# design 1

**Design 1: routed metal per tile**

The die is cut into 24 by 27 equal tiles; white is low, dark blue is high, scaled to the fullest tile. Values are wire area over tile area, all layers added.
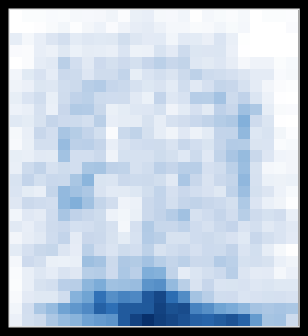

### config.mk
export PLATFORM = sky130hd
export DESIGN_NAME = axi_burst_writer_flat
export DESIGN_NICKNAME = d
export VERILOG_FILES = /design/src/rtl/axi_burst_writer_if.sv /design/src/rtl/axi_burst_writer.sv /design/src/flat_wrapper.sv
export SDC_FILE = /design/constraint.sdc
export NUM_CORES = 1
export LEC_CHECK = 0
export CAP_MARGIN = 20
export CORE_ASPECT_RATIO = 1.1
export CORE_MARGIN = 2
export CORE_UTILIZATION = 47
export DETAILED_ROUTE_END_ITERATION = 10
export GPL_ROUTABILITY_DRIVEN = 0
export PLACE_DENSITY_LB_ADDON = 0.2
export REMOVE_ABC_BUFFERS = 1
export SLEW_MARGIN = 20
export SYNTH_ARGS = -nofsm -noshare
export SYNTH_HDL_FRONTEND = slang
export SYNTH_SLANG_ARGS = --single-unit
export TNS_END_PERCENT = 1
### constraint.sdc
create_clock -name clock_i -period 5.7 [get_ports clock_i]
set_clock_uncertainty 0.2 [all_clocks]
set_input_delay 1.14 -clock clock_i [delete_from_list [all_inputs] [get_ports clock_i]]
set_output_delay 1.14 -clock clock_i [all_outputs]
set_load 0.1 [all_outputs]
### src/rtl/axi_burst_writer_if.sv
// AXI4 write-channel bundle (AW, W, B) between the burst writer and the interconnect.
interface axi_burst_writer_if #(
    parameter int ADDR_WIDTH = 32,
    parameter int DATA_WIDTH = 64
);
    logic [ADDR_WIDTH-1:0]   m_awaddr;
    logic [7:0]              m_awlen;
    logic [2:0]              m_awsize;
    logic [1:0]              m_awburst;
    logic                    m_awvalid;
    logic                    m_awready;
    logic [DATA_WIDTH-1:0]   m_wdata;
    logic [DATA_WIDTH/8-1:0] m_wstrb;
    logic                    m_wlast;
    logic                    m_wvalid;
    logic                    m_wready;
    logic [1:0]              m_bresp;
    logic                    m_bvalid;
    logic                    m_bready;

    modport master (
        output m_awaddr, m_awlen, m_awsize, m_awburst, m_awvalid,
        input  m_awready,
        output m_wdata, m_wstrb, m_wlast, m_wvalid,
        input  m_wready,
        input  m_bresp, m_bvalid,
        output m_bready
    );

    modport slave (
        input  m_awaddr, m_awlen, m_awsize, m_awburst, m_awvalid,
        output m_awready,
        input  m_wdata, m_wstrb, m_wlast, m_wvalid,
        output m_wready,
        output m_bresp, m_bvalid,
        input  m_bready
    );
endinterface

### src/rtl/axi_burst_writer.sv
// Drains req_len words from a show-ahead line FIFO onto an AXI4 write channel as INCR bursts
// bounded by MAX_BURST and 4KB, one burst outstanding at a time, advancing a frame address pointer.
// Optional build macro AXI_WR_ERR_CNT_EN adds err_flag_o / err_cnt_o error-response tracking.
//
// state | meaning
// IDLE  | waiting for burst_req / tail_req; frame_sync reloads the address pointer
// ADDR  | computing the next chunk, then presenting AW until accepted
// DATA  | streaming FIFO words until the wlast beat is accepted
// BRSP  | waiting for the write response of the current burst
// DONE  | one-cycle done pulse; pending frame_sync applied on the way back to IDLE
module axi_burst_writer #(
    parameter int LSIZE      = 9,
    parameter int ADDR_WIDTH = 32,
    parameter int DATA_WIDTH = 64,
    parameter int MAX_BURST  = 256
) (
    input  logic                  clock_i,
    input  logic                  rst_i,
    input  logic                  burst_req_i,
    input  logic                  tail_req_i,
    input  logic [LSIZE-1:0]      req_len_i,
    output logic                  resp_o,
    output logic                  done_o,
    input  logic                  frame_sync_i,
    input  logic [ADDR_WIDTH-1:0] base_addr_i,
    input  logic [DATA_WIDTH-1:0] fifo_dout_i,
    input  logic                  fifo_empty_i,
    output logic                  fifo_rd_en_o,
    axi_burst_writer_if.master    axi
`ifdef AXI_WR_ERR_CNT_EN
    ,
    output logic                  err_flag_o,
    output logic [15:0]           err_cnt_o
`endif
);
    localparam int BYTES  = DATA_WIDTH / 8;
    localparam int AWSIZE = $clog2(BYTES);
    // Chunk arithmetic must hold both a full request length and a 4KB page worth of byte-wide beats.
    localparam int CW     = (LSIZE > 13) ? LSIZE : 13;

    typedef enum logic [2:0] {
        S_IDLE,
        S_ADDR,
        S_DATA,
        S_BRSP,
        S_DONE
    } state_t;

    state_t                  state_q;
    logic [LSIZE-1:0]        remain_q;
    logic [ADDR_WIDTH-1:0]   addr_ptr_q;
    logic                    sync_pend_q;
    logic [8:0]              chunk_q;
    logic [8:0]              beat_q;
    logic                    resp_q;
    logic                    done_q;
    logic                    awvalid_q;
    logic [ADDR_WIDTH-1:0]   awaddr_q;
    logic [7:0]              awlen_q;
    logic                    bready_q;

    logic [12:0]             room_bytes;
    logic [CW-1:0]           room_beats;
    logic [CW-1:0]           chunk_full;
    logic [8:0]              chunk_d;
    logic [ADDR_WIDTH-1:0]   addr_inc;
    logic                    wvalid;
    logic                    wlast;
    logic                    w_fire;

    // Next burst length: smallest of what is left, the burst cap and the beats left in this 4KB page.
    always_comb begin
        room_bytes = 13'd4096 - {1'b0, addr_ptr_q[11:0]};
        room_beats = CW'(room_bytes >> AWSIZE);
        chunk_full = CW'(remain_q);
        if (CW'(MAX_BURST) < chunk_full) begin
            chunk_full = CW'(MAX_BURST);
        end
        if (room_beats < chunk_full) begin
            chunk_full = room_beats;
        end
        chunk_d = chunk_full[8:0];
    end

    assign addr_inc = ADDR_WIDTH'(chunk_q) << AWSIZE;

    // W is only offered in DATA, so no beat can precede its AW handshake; FWFT head is the data.
    assign wvalid = (state_q == S_DATA) && !fifo_empty_i;
    assign wlast  = (state_q == S_DATA) && (beat_q == 9'(chunk_q - 9'd1));
    assign w_fire = wvalid && axi.m_wready;

    assign axi.m_awaddr  = awaddr_q;
    assign axi.m_awlen   = awlen_q;
    assign axi.m_awsize  = 3'(AWSIZE);
    assign axi.m_awburst = 2'b01;
    assign axi.m_awvalid = awvalid_q;
    assign axi.m_wdata   = fifo_dout_i;
    assign axi.m_wstrb   = '1;
    assign axi.m_wlast   = wlast;
    assign axi.m_wvalid  = wvalid;
    assign axi.m_bready  = bready_q;
    assign fifo_rd_en_o  = w_fire;
    assign resp_o        = resp_q;
    assign done_o        = done_q;

    // Request sequencing, burst splitting and address pointer maintenance.
    always_ff @(posedge clock_i) begin
        if (rst_i) begin
            state_q     <= S_IDLE;
            remain_q    <= '0;
            addr_ptr_q  <= '0;
            sync_pend_q <= 1'b0;
            chunk_q     <= '0;
            beat_q      <= '0;
            resp_q      <= 1'b0;
            done_q      <= 1'b0;
            awvalid_q   <= 1'b0;
            awaddr_q    <= '0;
            awlen_q     <= '0;
            bready_q    <= 1'b0;
        end else begin
            resp_q <= 1'b0;
            done_q <= 1'b0;
            // A frame_sync during a request is deferred so the request finishes at its old addresses.
            if (frame_sync_i && (state_q != S_IDLE)) begin
                sync_pend_q <= 1'b1;
            end
            case (state_q)
                S_IDLE: begin
                    if (frame_sync_i) begin
                        addr_ptr_q <= base_addr_i;
                    end
                    // Both request flavours carry their length on req_len; tail simply has priority.
                    if (tail_req_i || burst_req_i) begin
                        remain_q <= req_len_i;
                        resp_q   <= 1'b1;
                        if (req_len_i == '0) begin
                            done_q  <= 1'b1;
                            state_q <= S_DONE;
                        end else begin
                            state_q <= S_ADDR;
                        end
                    end
                end
                S_ADDR: begin
                    if (!awvalid_q) begin
                        awvalid_q <= 1'b1;
                        awaddr_q  <= addr_ptr_q;
                        awlen_q   <= 8'(chunk_d - 9'd1);
                        chunk_q   <= chunk_d;
                    end else if (axi.m_awready) begin
                        awvalid_q <= 1'b0;
                        beat_q    <= '0;
                        state_q   <= S_DATA;
                    end
                end
                S_DATA: begin
                    if (w_fire) begin
                        if (wlast) begin
                            bready_q <= 1'b1;
                            state_q  <= S_BRSP;
                        end else begin
                            beat_q <= beat_q + 9'd1;
                        end
                    end
                end
                S_BRSP: begin
                    if (axi.m_bvalid) begin
                        bready_q   <= 1'b0;
                        remain_q   <= remain_q - LSIZE'(chunk_q);
                        addr_ptr_q <= addr_ptr_q + addr_inc;
                        if (remain_q == LSIZE'(chunk_q)) begin
                            done_q  <= 1'b1;
                            state_q <= S_DONE;
                        end else begin
                            state_q <= S_ADDR;
                        end
                    end
                end
                S_DONE: begin
                    state_q <= S_IDLE;
                    if (sync_pend_q || frame_sync_i) begin
                        addr_ptr_q  <= base_addr_i;
                        sync_pend_q <= 1'b0;
                    end
                end
                default: begin
                    state_q <= S_IDLE;
                end
            endcase
        end
    end

`ifdef AXI_WR_ERR_CNT_EN
    logic        err_flag_q;
    logic [15:0] err_cnt_q;
    logic        b_err;

    assign b_err      = axi.m_bvalid && bready_q && axi.m_bresp[1];
    assign err_flag_o = err_flag_q;
    assign err_cnt_o  = err_cnt_q;

    // Sticky per-frame error flag and saturating lifetime count of SLVERR/DECERR responses.
    always_ff @(posedge clock_i) begin
        if (rst_i) begin
            err_flag_q <= 1'b0;
            err_cnt_q  <= '0;
        end else begin
            if (b_err) begin
                err_flag_q <= 1'b1;
            end else if (frame_sync_i) begin
                err_flag_q <= 1'b0;
            end
            if (b_err && (err_cnt_q != 16'hFFFF)) begin
                err_cnt_q <= err_cnt_q + 16'd1;
            end
        end
    end
`else
    // Without error tracking the response code does not influence flow.
    logic unused_bresp;
    assign unused_bresp = ^axi.m_bresp;
`endif
endmodule

### src/flat_wrapper.sv
// flat-port wrapper written by rule: the top's interface ports become plain ports
module axi_burst_writer_flat 
#(
    parameter int LSIZE      = 9,
    parameter int ADDR_WIDTH = 32,
    parameter int DATA_WIDTH = 64,
    parameter int MAX_BURST  = 256
)
  (clock_i, rst_i, burst_req_i, tail_req_i, req_len_i, resp_o, done_o, frame_sync_i, base_addr_i, fifo_dout_i, fifo_empty_i, fifo_rd_en_o, axi_m_awaddr, axi_m_awlen, axi_m_awsize, axi_m_awburst, axi_m_awvalid, axi_m_awready, axi_m_wdata, axi_m_wstrb, axi_m_wlast, axi_m_wvalid, axi_m_wready, axi_m_bresp, axi_m_bvalid, axi_m_bready);
  axi_burst_writer_if #(.ADDR_WIDTH(ADDR_WIDTH), .DATA_WIDTH(DATA_WIDTH)) axi_i ();
  input  logic clock_i;
  input  logic rst_i;
  input  logic burst_req_i;
  input  logic tail_req_i;
  input  logic [LSIZE-1:0] req_len_i;
  output logic resp_o;
  output logic done_o;
  input  logic frame_sync_i;
  input  logic [ADDR_WIDTH-1:0] base_addr_i;
  input  logic [DATA_WIDTH-1:0] fifo_dout_i;
  input  logic fifo_empty_i;
  output logic fifo_rd_en_o;
  output wire logic [$bits(axi_i.m_awaddr)-1:0] axi_m_awaddr;
  output wire logic [$bits(axi_i.m_awlen)-1:0] axi_m_awlen;
  output wire logic [$bits(axi_i.m_awsize)-1:0] axi_m_awsize;
  output wire logic [$bits(axi_i.m_awburst)-1:0] axi_m_awburst;
  output wire logic [$bits(axi_i.m_awvalid)-1:0] axi_m_awvalid;
  input wire logic [$bits(axi_i.m_awready)-1:0] axi_m_awready;
  output wire logic [$bits(axi_i.m_wdata)-1:0] axi_m_wdata;
  output wire logic [$bits(axi_i.m_wstrb)-1:0] axi_m_wstrb;
  output wire logic [$bits(axi_i.m_wlast)-1:0] axi_m_wlast;
  output wire logic [$bits(axi_i.m_wvalid)-1:0] axi_m_wvalid;
  input wire logic [$bits(axi_i.m_wready)-1:0] axi_m_wready;
  input wire logic [$bits(axi_i.m_bresp)-1:0] axi_m_bresp;
  input wire logic [$bits(axi_i.m_bvalid)-1:0] axi_m_bvalid;
  output wire logic [$bits(axi_i.m_bready)-1:0] axi_m_bready;
  assign axi_m_awaddr = axi_i.m_awaddr;
  assign axi_m_awlen = axi_i.m_awlen;
  assign axi_m_awsize = axi_i.m_awsize;
  assign axi_m_awburst = axi_i.m_awburst;
  assign axi_m_awvalid = axi_i.m_awvalid;
  assign axi_i.m_awready = axi_m_awready;
  assign axi_m_wdata = axi_i.m_wdata;
  assign axi_m_wstrb = axi_i.m_wstrb;
  assign axi_m_wlast = axi_i.m_wlast;
  assign axi_m_wvalid = axi_i.m_wvalid;
  assign axi_i.m_wready = axi_m_wready;
  assign axi_i.m_bresp = axi_m_bresp;
  assign axi_i.m_bvalid = axi_m_bvalid;
  assign axi_m_bready = axi_i.m_bready;
  axi_burst_writer #(.LSIZE(LSIZE), .ADDR_WIDTH(ADDR_WIDTH), .DATA_WIDTH(DATA_WIDTH), .MAX_BURST(MAX_BURST)) u_core (.clock_i(clock_i), .rst_i(rst_i), .burst_req_i(burst_req_i), .tail_req_i(tail_req_i), .req_len_i(req_len_i), .resp_o(resp_o), .done_o(done_o), .frame_sync_i(frame_sync_i), .base_addr_i(base_addr_i), .fifo_dout_i(fifo_dout_i), .fifo_empty_i(fifo_empty_i), .fifo_rd_en_o(fifo_rd_en_o), .axi(axi_i));
endmodule
# design 2

<file path="src/rtl/fifo_rd_packer.sv">
// Packs RATIO show-ahead FIFO entries (lane 0 = first pop) into one word; FIFO_PACKER_FLUSH_EN adds timed partial flush.
// Latency: m_valid rises on the edge of the RATIO-th pop (or FLUSH_TIMEOUT idle cycles after the last pop when flushing).
// Backpressure: word held stable while m_ready is low; no pops from word-complete until one cycle after accept.
module fifo_rd_packer #(
  parameter int WIDTH         = 8,
  parameter int RATIO         = 4,
  parameter int FLUSH_TIMEOUT = 16,
  parameter int CNT_WIDTH     = 16
) (
  input  logic                   rd_clk,
  input  logic                   asynchronous_rst_n,
  input  logic [WIDTH-1:0]       fifo_data,
  input  logic                   fifo_empty,
  output logic                   fifo_rd_en,
  output logic [WIDTH*RATIO-1:0] m_data,
  output logic [RATIO-1:0]       m_keep,
  output logic                   m_valid,
  input  logic                   m_ready,
  output logic [CNT_WIDTH-1:0]   word_count
);

  localparam int LW = (RATIO > 1) ? $clog2(RATIO) : 1;

  if (RATIO < 2 || FLUSH_TIMEOUT < 1) begin : g_bad_cfg
    $error("fifo_rd_packer: RATIO must be >= 2 and FLUSH_TIMEOUT >= 1");
  end

  typedef enum logic {FILL = 1'b0, SEND = 1'b1} state_t;

  state_t         state, state_nxt;
  logic [LW-1:0]  lane_idx;
  logic           pop;
  logic           last_lane;
  logic           accept;
  logic           flush;

  assign pop        = (state == FILL) && !fifo_empty;
  assign fifo_rd_en = pop && asynchronous_rst_n;
  assign last_lane  = (lane_idx == LW'(RATIO - 1));
  assign accept     = (state == SEND) && m_valid && m_ready;

`ifdef FIFO_PACKER_FLUSH_EN
  localparam int IW = $clog2(FLUSH_TIMEOUT + 1);
  logic [IW-1:0] idle_cnt;
  logic          idle;

  // Counts only while a partial word waits and nothing is popped.
  assign idle  = (state == FILL) && (lane_idx != '0) && !pop;
  assign flush = idle && (idle_cnt == IW'(FLUSH_TIMEOUT - 1));

  always_ff @(posedge rd_clk or negedge asynchronous_rst_n) begin
    if (!asynchronous_rst_n) begin
      idle_cnt <= '0;
    end else if (idle && !flush) begin
      idle_cnt <= idle_cnt + IW'(1);
    end else begin
      idle_cnt <= '0;
    end
  end
`else
  assign flush = 1'b0;
`endif

  always_ff @(posedge rd_clk or negedge asynchronous_rst_n) begin
    if (!asynchronous_rst_n) begin
      state <= FILL;
    end else begin
      state <= state_nxt;
    end
  end

  always_comb begin
    state_nxt = state;
    case (state)
      FILL: if ((pop && last_lane) || flush) state_nxt = SEND;
      SEND: if (accept) state_nxt = FILL;
      default: state_nxt = FILL;
    endcase
  end

  always_ff @(posedge rd_clk or negedge asynchronous_rst_n) begin
    if (!asynchronous_rst_n) begin
      m_data     <= '0;
      m_keep     <= '0;
      m_valid    <= 1'b0;
      word_count <= '0;
      lane_idx   <= '0;
    end else if (accept) begin
      m_valid    <= 1'b0;
      m_data     <= '0;
      m_keep     <= '0;
      word_count <= word_count + CNT_WIDTH'(1);
    end else if (flush) begin
      m_valid  <= 1'b1;
      lane_idx <= '0;
    end else if (pop) begin
      // Full compare per lane so non power-of-two RATIO never aliases.
      for (int i = 0; i < RATIO; i++) begin
        if (lane_idx == LW'(i)) begin
          m_data[i*WIDTH +: WIDTH] <= fifo_data;
          m_keep[i]                <= 1'b1;
        end
      end
      if (last_lane) begin
        lane_idx <= '0;
        m_valid  <= 1'b1;
      end else begin
        lane_idx <= lane_idx + LW'(1);
      end
    end
  end

endmodule
</file>
<file path="config.mk">
export PLATFORM = sky130hd
export DESIGN_NAME = fifo_rd_packer
export DESIGN_NICKNAME = d
export VERILOG_FILES = /design/src/rtl/fifo_rd_packer.sv
export SDC_FILE = /design/constraint.sdc
export NUM_CORES = 1
export LEC_CHECK = 0
export ABC_AREA = 1
export CORE_UTILIZATION = 45
export CTS_CLUSTER_SIZE = 8
export DETAILED_ROUTE_END_ITERATION = 10
export PLACE_DENSITY = 0.75
export SKIP_LAST_GASP = 1
export SLEW_MARGIN = 25
export SYNTH_ARGS = -nofsm -noshare
export SYNTH_HDL_FRONTEND = slang
export SYNTH_SLANG_ARGS = --single-unit
</file>
<file path="constraint.sdc">
create_clock -name rd_clk -period 1.53 [get_ports rd_clk]
set_clock_uncertainty 0.1 [all_clocks]
set_input_delay 0.2295 -clock rd_clk [delete_from_list [all_inputs] [get_ports rd_clk]]
set_output_delay 0.2295 -clock rd_clk [all_outputs]
set_load 0.01 [all_outputs]
</file>
# design 3

[src/rtl/drf_pkg.sv]
// rtl/drf_pkg.sv - shared types and constants for the DRF pattern player
package drf_pkg;

  localparam int SYM_W      = 4;
  localparam int DEF_HOLD_W = 16;

  localparam logic [SYM_W-1:0] IDLE_SYMBOL = 4'b0000;

  typedef enum logic {
    ST_IDLE = 1'b0,
    ST_PLAY = 1'b1
  } state_t;

  typedef struct packed {
    logic [SYM_W-1:0]      symbol;
    logic [DEF_HOLD_W-1:0] hold;
  } entry_t;

endpackage

[src/rtl/drf_pattern_mem.sv]
// rtl/drf_pattern_mem.sv - sequence entry register file, 1 write port, 1 async read port
//   clk                          write clock
//   wr_en/wr_addr/wr_symbol/wr_hold   write port
//   rd_addr -> rd_symbol/rd_hold      combinational read port
module drf_pattern_mem
  import drf_pkg::*;
#(
  parameter  int DEPTH  = 16,
  parameter  int HOLD_W = 16,
  localparam int ADDR_W = $clog2(DEPTH)
) (
  input  logic              clk,
  input  logic              wr_en,
  input  logic [ADDR_W-1:0] wr_addr,
  input  logic [SYM_W-1:0]  wr_symbol,
  input  logic [HOLD_W-1:0] wr_hold,
  input  logic [ADDR_W-1:0] rd_addr,
  output logic [SYM_W-1:0]  rd_symbol,
  output logic [HOLD_W-1:0] rd_hold
);

  logic [SYM_W-1:0]  sym_mem  [DEPTH];
  logic [HOLD_W-1:0] hold_mem [DEPTH];

  // Contents survive reset on purpose: a loaded sequence can be replayed after reset.
  always_ff @(posedge clk) begin
    if (wr_en) begin
      sym_mem[wr_addr]  <= wr_symbol;
      hold_mem[wr_addr] <= wr_hold;
    end
  end

  assign rd_symbol = sym_mem[rd_addr];
  assign rd_hold   = hold_mem[rd_addr];

endmodule

[src/rtl/drf_pattern_player.sv]
// rtl/drf_pattern_player.sv - plays stored (symbol, hold) entries onto the DRF input port
//   clk, reset                        clock, synchronous active-high reset
//   wr_en/wr_addr/wr_symbol/wr_hold   entry load port (ignored while busy)
//   seq_len, start, loop, abort       playback control
//   resp_in                           DRF port_output
//   pattern_out, busy, done, step_idx playback status
//   resp_sample, resp_valid           response captured at the last cycle of each entry
module drf_pattern_player
  import drf_pkg::*;
#(
  parameter  int DEPTH  = 16,
  parameter  int HOLD_W = 16,
  localparam int ADDR_W = $clog2(DEPTH)
) (
  input  logic              clk,
  input  logic              reset,
  input  logic              wr_en,
  input  logic [ADDR_W-1:0] wr_addr,
  input  logic [SYM_W-1:0]  wr_symbol,
  input  logic [HOLD_W-1:0] wr_hold,
  input  logic [ADDR_W:0]   seq_len,
  input  logic              start,
  input  logic              loop,
  input  logic              abort,
  input  logic [SYM_W-1:0]  resp_in,
  output logic [SYM_W-1:0]  pattern_out,
  output logic              busy,
  output logic              done,
  output logic [ADDR_W-1:0] step_idx,
  output logic [SYM_W-1:0]  resp_sample,
  output logic              resp_valid
);

  localparam logic [ADDR_W:0]   DEPTH_L  = (ADDR_W+1)'(DEPTH);
  localparam logic [ADDR_W:0]   LEN_ONE  = (ADDR_W+1)'(1);
  localparam logic [ADDR_W-1:0] STEP_ONE = ADDR_W'(1);
  localparam logic [HOLD_W-1:0] HOLD_ONE = HOLD_W'(1);

  state_t              state_q, state_d;
  logic [SYM_W-1:0]    pat_q, pat_d;
  logic [ADDR_W-1:0]   step_q, step_d;
  logic [HOLD_W-1:0]   hold_q, hold_d;
  logic [ADDR_W:0]     len_q, len_d;
  logic                loop_q, loop_d;
  logic                done_q, done_d;
  logic                rv_q, rv_d;
  logic [SYM_W-1:0]    rs_q, rs_d;

  logic                mem_we;
  logic [ADDR_W-1:0]   rd_addr;
  logic [SYM_W-1:0]    rd_symbol, ent_symbol;
  logic [HOLD_W-1:0]   rd_hold, ent_hold, ld_hold;
  logic [ADDR_W:0]     len_clamp;
  logic                last_entry;
  logic                entry_end;
  logic [ADDR_W-1:0]   next_idx;

  assign mem_we = wr_en && (state_q == ST_IDLE);

  drf_pattern_mem #(
    .DEPTH  (DEPTH),
    .HOLD_W (HOLD_W)
  ) u_mem (
    .clk       (clk),
    .wr_en     (mem_we),
    .wr_addr   (wr_addr),
    .wr_symbol (wr_symbol),
    .wr_hold   (wr_hold),
    .rd_addr   (rd_addr),
    .rd_symbol (rd_symbol),
    .rd_hold   (rd_hold)
  );

  // A write landing in the same cycle as start must be seen by entry 0, so the
  // read path forwards the write data when the addresses match.
  assign ent_symbol = (mem_we && wr_addr == rd_addr) ? wr_symbol : rd_symbol;
  assign ent_hold   = (mem_we && wr_addr == rd_addr) ? wr_hold   : rd_hold;
  assign ld_hold    = (ent_hold == '0) ? HOLD_ONE : ent_hold;

  assign len_clamp  = (seq_len > DEPTH_L) ? DEPTH_L : seq_len;
  assign last_entry = ({1'b0, step_q} == (len_q - LEN_ONE));
  assign entry_end  = (hold_q <= HOLD_ONE);
  assign next_idx   = last_entry ? '0 : (step_q + STEP_ONE);
  assign rd_addr    = (state_q == ST_PLAY) ? next_idx : '0;

  always_comb begin
    state_d = state_q;
    pat_d   = pat_q;
    step_d  = step_q;
    hold_d  = hold_q;
    len_d   = len_q;
    loop_d  = loop_q;
    done_d  = 1'b0;
    rv_d    = 1'b0;
    rs_d    = rs_q;

    unique case (state_q)
      ST_IDLE: begin
        if (!abort && start) begin
          if (len_clamp == '0) begin
            done_d = 1'b1;
          end else begin
            state_d = ST_PLAY;
            pat_d   = ent_symbol;
            step_d  = '0;
            hold_d  = ld_hold;
            len_d   = len_clamp;
            loop_d  = loop;
          end
        end
      end

      ST_PLAY: begin
        if (abort) begin
          state_d = ST_IDLE;
          pat_d   = IDLE_SYMBOL;
          step_d  = '0;
        end else if (entry_end) begin
          rs_d = resp_in;
          rv_d = 1'b1;
          if (last_entry && !loop_q) begin
            state_d = ST_IDLE;
            pat_d   = IDLE_SYMBOL;
            step_d  = '0;
            done_d  = 1'b1;
          end else begin
            pat_d  = ent_symbol;
            step_d = next_idx;
            hold_d = ld_hold;
          end
        end else begin
          hold_d = hold_q - HOLD_ONE;
        end
      end

      default: begin
        state_d = ST_IDLE;
        pat_d   = IDLE_SYMBOL;
      end
    endcase
  end

  always_ff @(posedge clk) begin
    if (reset) begin
      state_q <= ST_IDLE;
      pat_q   <= IDLE_SYMBOL;
      step_q  <= '0;
      hold_q  <= '0;
      len_q   <= '0;
      loop_q  <= 1'b0;
      done_q  <= 1'b0;
      rv_q    <= 1'b0;
      rs_q    <= '0;
    end else begin
      state_q <= state_d;
      pat_q   <= pat_d;
      step_q  <= step_d;
      hold_q  <= hold_d;
      len_q   <= len_d;
      loop_q  <= loop_d;
      done_q  <= done_d;
      rv_q    <= rv_d;
      rs_q    <= rs_d;
    end
  end

  assign pattern_out = pat_q;
  assign busy        = (state_q == ST_PLAY);
  assign done        = done_q;
  assign step_idx    = step_q;
  assign resp_sample = rs_q;
  assign resp_valid  = rv_q;

endmodule

[config.mk]
export PLATFORM = sky130hd
export DESIGN_NAME = drf_pattern_player
export DESIGN_NICKNAME = d
export VERILOG_FILES = /design/src/rtl/drf_pkg.sv /design/src/rtl/drf_pattern_mem.sv /design/src/rtl/drf_pattern_player.sv
export SDC_FILE = /design/constraint.sdc
export NUM_CORES = 1
export LEC_CHECK = 0
export ABC_CLOCK_PERIOD_IN_PS = 7400
export CAP_MARGIN = 20
export CORE_MARGIN = 2
export CORE_UTILIZATION = 68
export CTS_CLUSTER_DIAMETER = 80
export DETAILED_ROUTE_END_ITERATION = 10
export DONT_BUFFER_PORTS = 1
export GPL_ROUTABILITY_DRIVEN = 0
export PLACE_DENSITY = 0.84
export RECOVER_POWER = 25
export SLEW_MARGIN = 20
export SYNTH_ARGS = -nofsm -noshare
export SYNTH_HDL_FRONTEND = slang
export SYNTH_SLANG_ARGS = --single-unit
[constraint.sdc]
create_clock -name clk -period 7.4 [get_ports clk]
set_input_delay 2.22 -clock clk [delete_from_list [all_inputs] [get_ports clk]]
set_output_delay 2.22 -clock clk [all_outputs]
set_load 0.05 [all_outputs]

==> screenshots <==
Track usage over the die.
Plate I
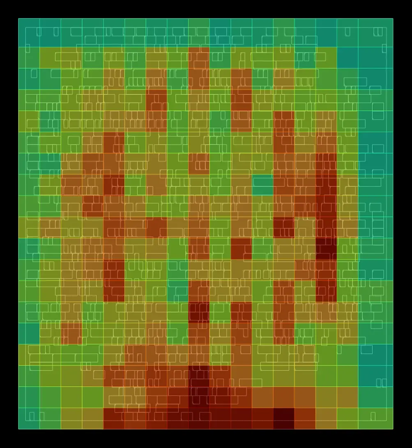
Plate II
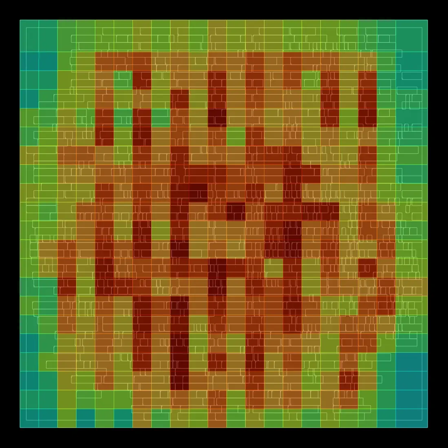
Plate III
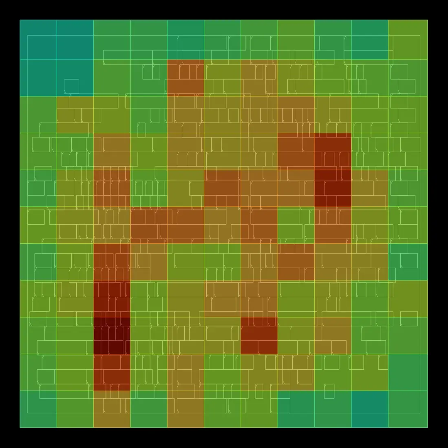
Plate II is design 3.
Plate I is design 1.
Plate III is design 2.

**Design 3: routed metal per tile**

The die is cut into 30 by 30 equal tiles; white is low, dark blue is high, scaled to the fullest tile. Values are wire area over tile area, all layers added.
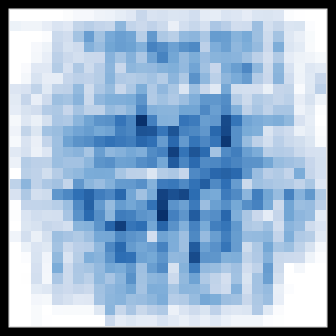
nearly empty tiles	8.8%
densest ninth of the die	middle
tiles over half the peak	26%
fullest tile	0.85
mean over tiles	0.30

**Design 3: zoomed window**

The bar under the picture is 5 um long. Region (102, 102) to (122, 122) um. Cells in grey, sequential cells in the stronger grey; small squares are vias.
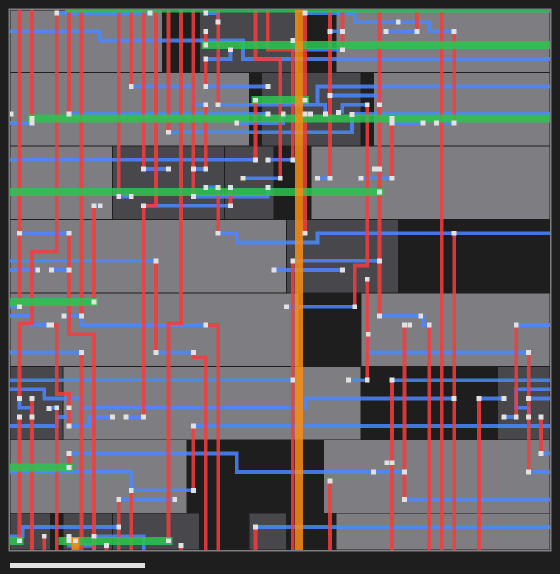
colour	layer
red	met2
green	met3
orange	met4
blue	met1
netlist names of flops here include	u_mem.sym_mem (7), u_mem.hold_mem (5)
cells with their middle in the window	22
most frequent	edfxtp_1 (12)
sequential cells in the window	12

==> out/qor.csv, design 3 <==
stage,metric,value,unit
min_path,hold_end,hold_q[1],
finish,inverters,8,
timing,min_period,5.11,ns
timing,period_used_share,69.0,%
outcome,status,finished clean,
setup_path,crit_family,simple AND/OR/NAND/NOR gates,
power,swShare,21.1,%
timing,setup_viol,0,
grt,overflow,0,
setup_path,worstPathArrival,5.55,ns
finish,clkbuf_count,44,
logic_synthesis,area_leaders,"edfxtp_1 (67%), dfxtp_1 (5.1%), a22oi_1 (2.4%), a21oi_1 (2.4%), mux2_2 (2.4%)",
finish,regMostFlops,u_mem.hold_mem,
finish,layout_top_cell,edfxtp_1,
clock_network,clock_path_buffers,3,
placed_design,dpl.hpwl,22300,um
logic_synthesis,synth.area.mux_share,4.50,%
power,p_clk_share,41.7,%
finish,layout_top_cells,"edfxtp_1 (320), nand2_1 (73), a21oi_1 (70), nor2_1 (59), a22oi_1 (47)",
finish,final_cells,1311,
power,clock_power,1740,uW
logic_synthesis,fp_nets,1047,
finish,sh_seq_area,65.0,%
power,power.total,4170,uW
setup_path,critPathMaxStageDelay,0.57,ns
finish,num-nonclk-buffers,31,
finish,clkCellAreaFrac,7.03,%
power,power_frac_comb,4.4,%
power,p_per_area,262,nW/um^2
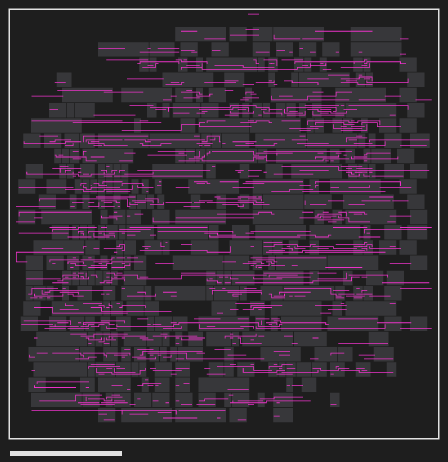
**Above:** design 2 (the metal 1 layer).
The bar under the picture is 20 um long.
longest straight run	25.8 um
wire length on this layer	2670 um
main direction	horizontal

**Design 2: routed metal, one colour a layer**

The bar under the picture is 20 um long. Only two layers are drawn.
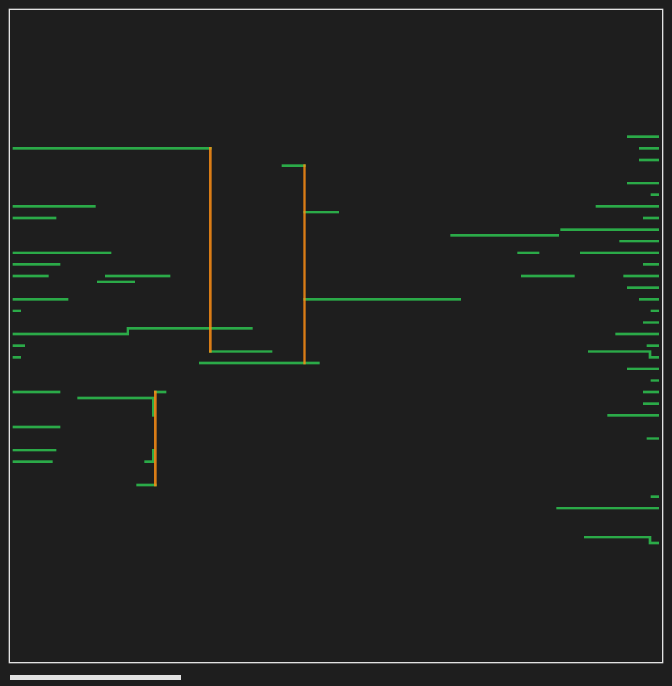
colour	layer	wire length
green	met3	318 um
orange	met4	57.8 um

==> out/qor.csv, design 2 <==
stage,metric,value,unit
drt,wl_met3,317,um
grt,overflow,0,
logic_synthesis,ys_cells,257,
grt,grt_use_met3,4.79,%
timing,rsz0062_at_grt,true,
setup_path,crit_buf_inv,2,
drt,antenna_left,0,
logic_synthesis,top_cells_by_count,"nand2_1 (64), dfrtp_1 (55), o21ai_1 (33)",
power,power.total,5720,uW
clock_network,ctsResizeCount,54,
drt,vias,2097,
setup_path,worstSetupPathDepth,5,
finish,largest_reg_flops,32,
setup_path,rrSetupSlack,0.08,ns
finish,regArea,1380,sq um
finish,areaGrowthSynthToFinish,38.6,%
outcome,status,finished clean,
clock_network,cts_setup_buffers,12,
finish,clkCellAreaFrac,2.72,%
power,p_per_area,1660,nW/um^2
**Design 1: routed metal, one colour a layer**

The bar under the picture is 20 um long. Only two layers are drawn.
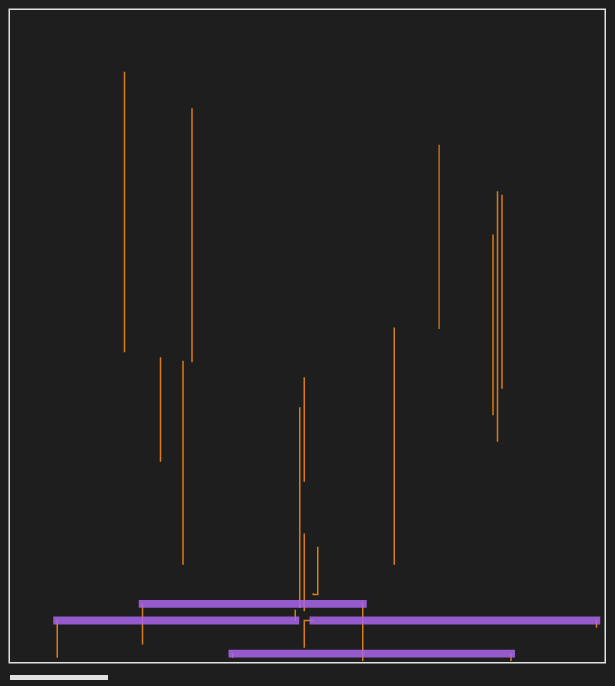
colour	layer	wire length
orange	met4	512 um
purple	met5	209 um
Avg WL per Cell: 20.5 um
Total GRT Usage: 28.4%
via count: 6749
wirelength, routed: 23300 um

## Picture notes: 'routed metal per tile' of design 1
fullest tile	1.2
nearly empty tiles	4.6%
emptiest ninth of the die	top right
mean over tiles	0.26
densest ninth of the die	bottom middle

==> out/qor.csv, design 1 <==
stage,metric,value,unit
grt,met2_usage,39.2,%
drt,firstDrtPassIters,4,
logic_synthesis,flop_cell,dfxtp_1,
timing,setup_viol,0,
logic_synthesis,syn-cell-area,7160,sq um
drt,dr_wl_met2,9540,um
run,cap_viol_max_count,0,
placed_design,dpl-instance-area,7680,sq um
clock_network,cts-buffers-inserted,9,
power,clock_power,616,uW
timing,maxSlewViolCount,0,
finish,layout-drive-gt1-share,4.46,%
timing,rsz0062_at_grt,false,
min_path,min_path_cells,2,
drt,vias_per_cell,5.94,
outcome,status,finished clean,
finish,num-nonclk-buffers,104,
floorplanning,chipArea,16200,sq um
setup_path,path_cells,or4_1 > or4_4 > nor3_1 > nor2_1 > ha_1 > a21o_1 > a21oi_1 > o41ai_4 > a41oi_4 > mux2i_1 > ha_1 > nand3_1 > o21ai_0 > nor2_1 > a31o_2 > a31oi_1,
finish,bufAreaShareNonClock,12.7,%
logic_synthesis,largest_area_cell,dfxtp_1,
timing,slew-limit-headroom,33.2,%
drt,top_layer,met5,
logic_synthesis,top_cells_by_count,"nand2_1 (140), dfxtp_1 (107), a21oi_1 (79)",
logic_synthesis,ys_sh_aoi,22.7,%
setup_path,crit_start,u_core.addr_ptr_q[0],
finish,regArea,2140,sq um
grt,grt_use_met3,14.5,%
timing,layout_setup_ws,0.921,ns
finish,mi_logic_area,4170,sq um

Power figures rest on the tool's default switching activity, not on a simulated workload.
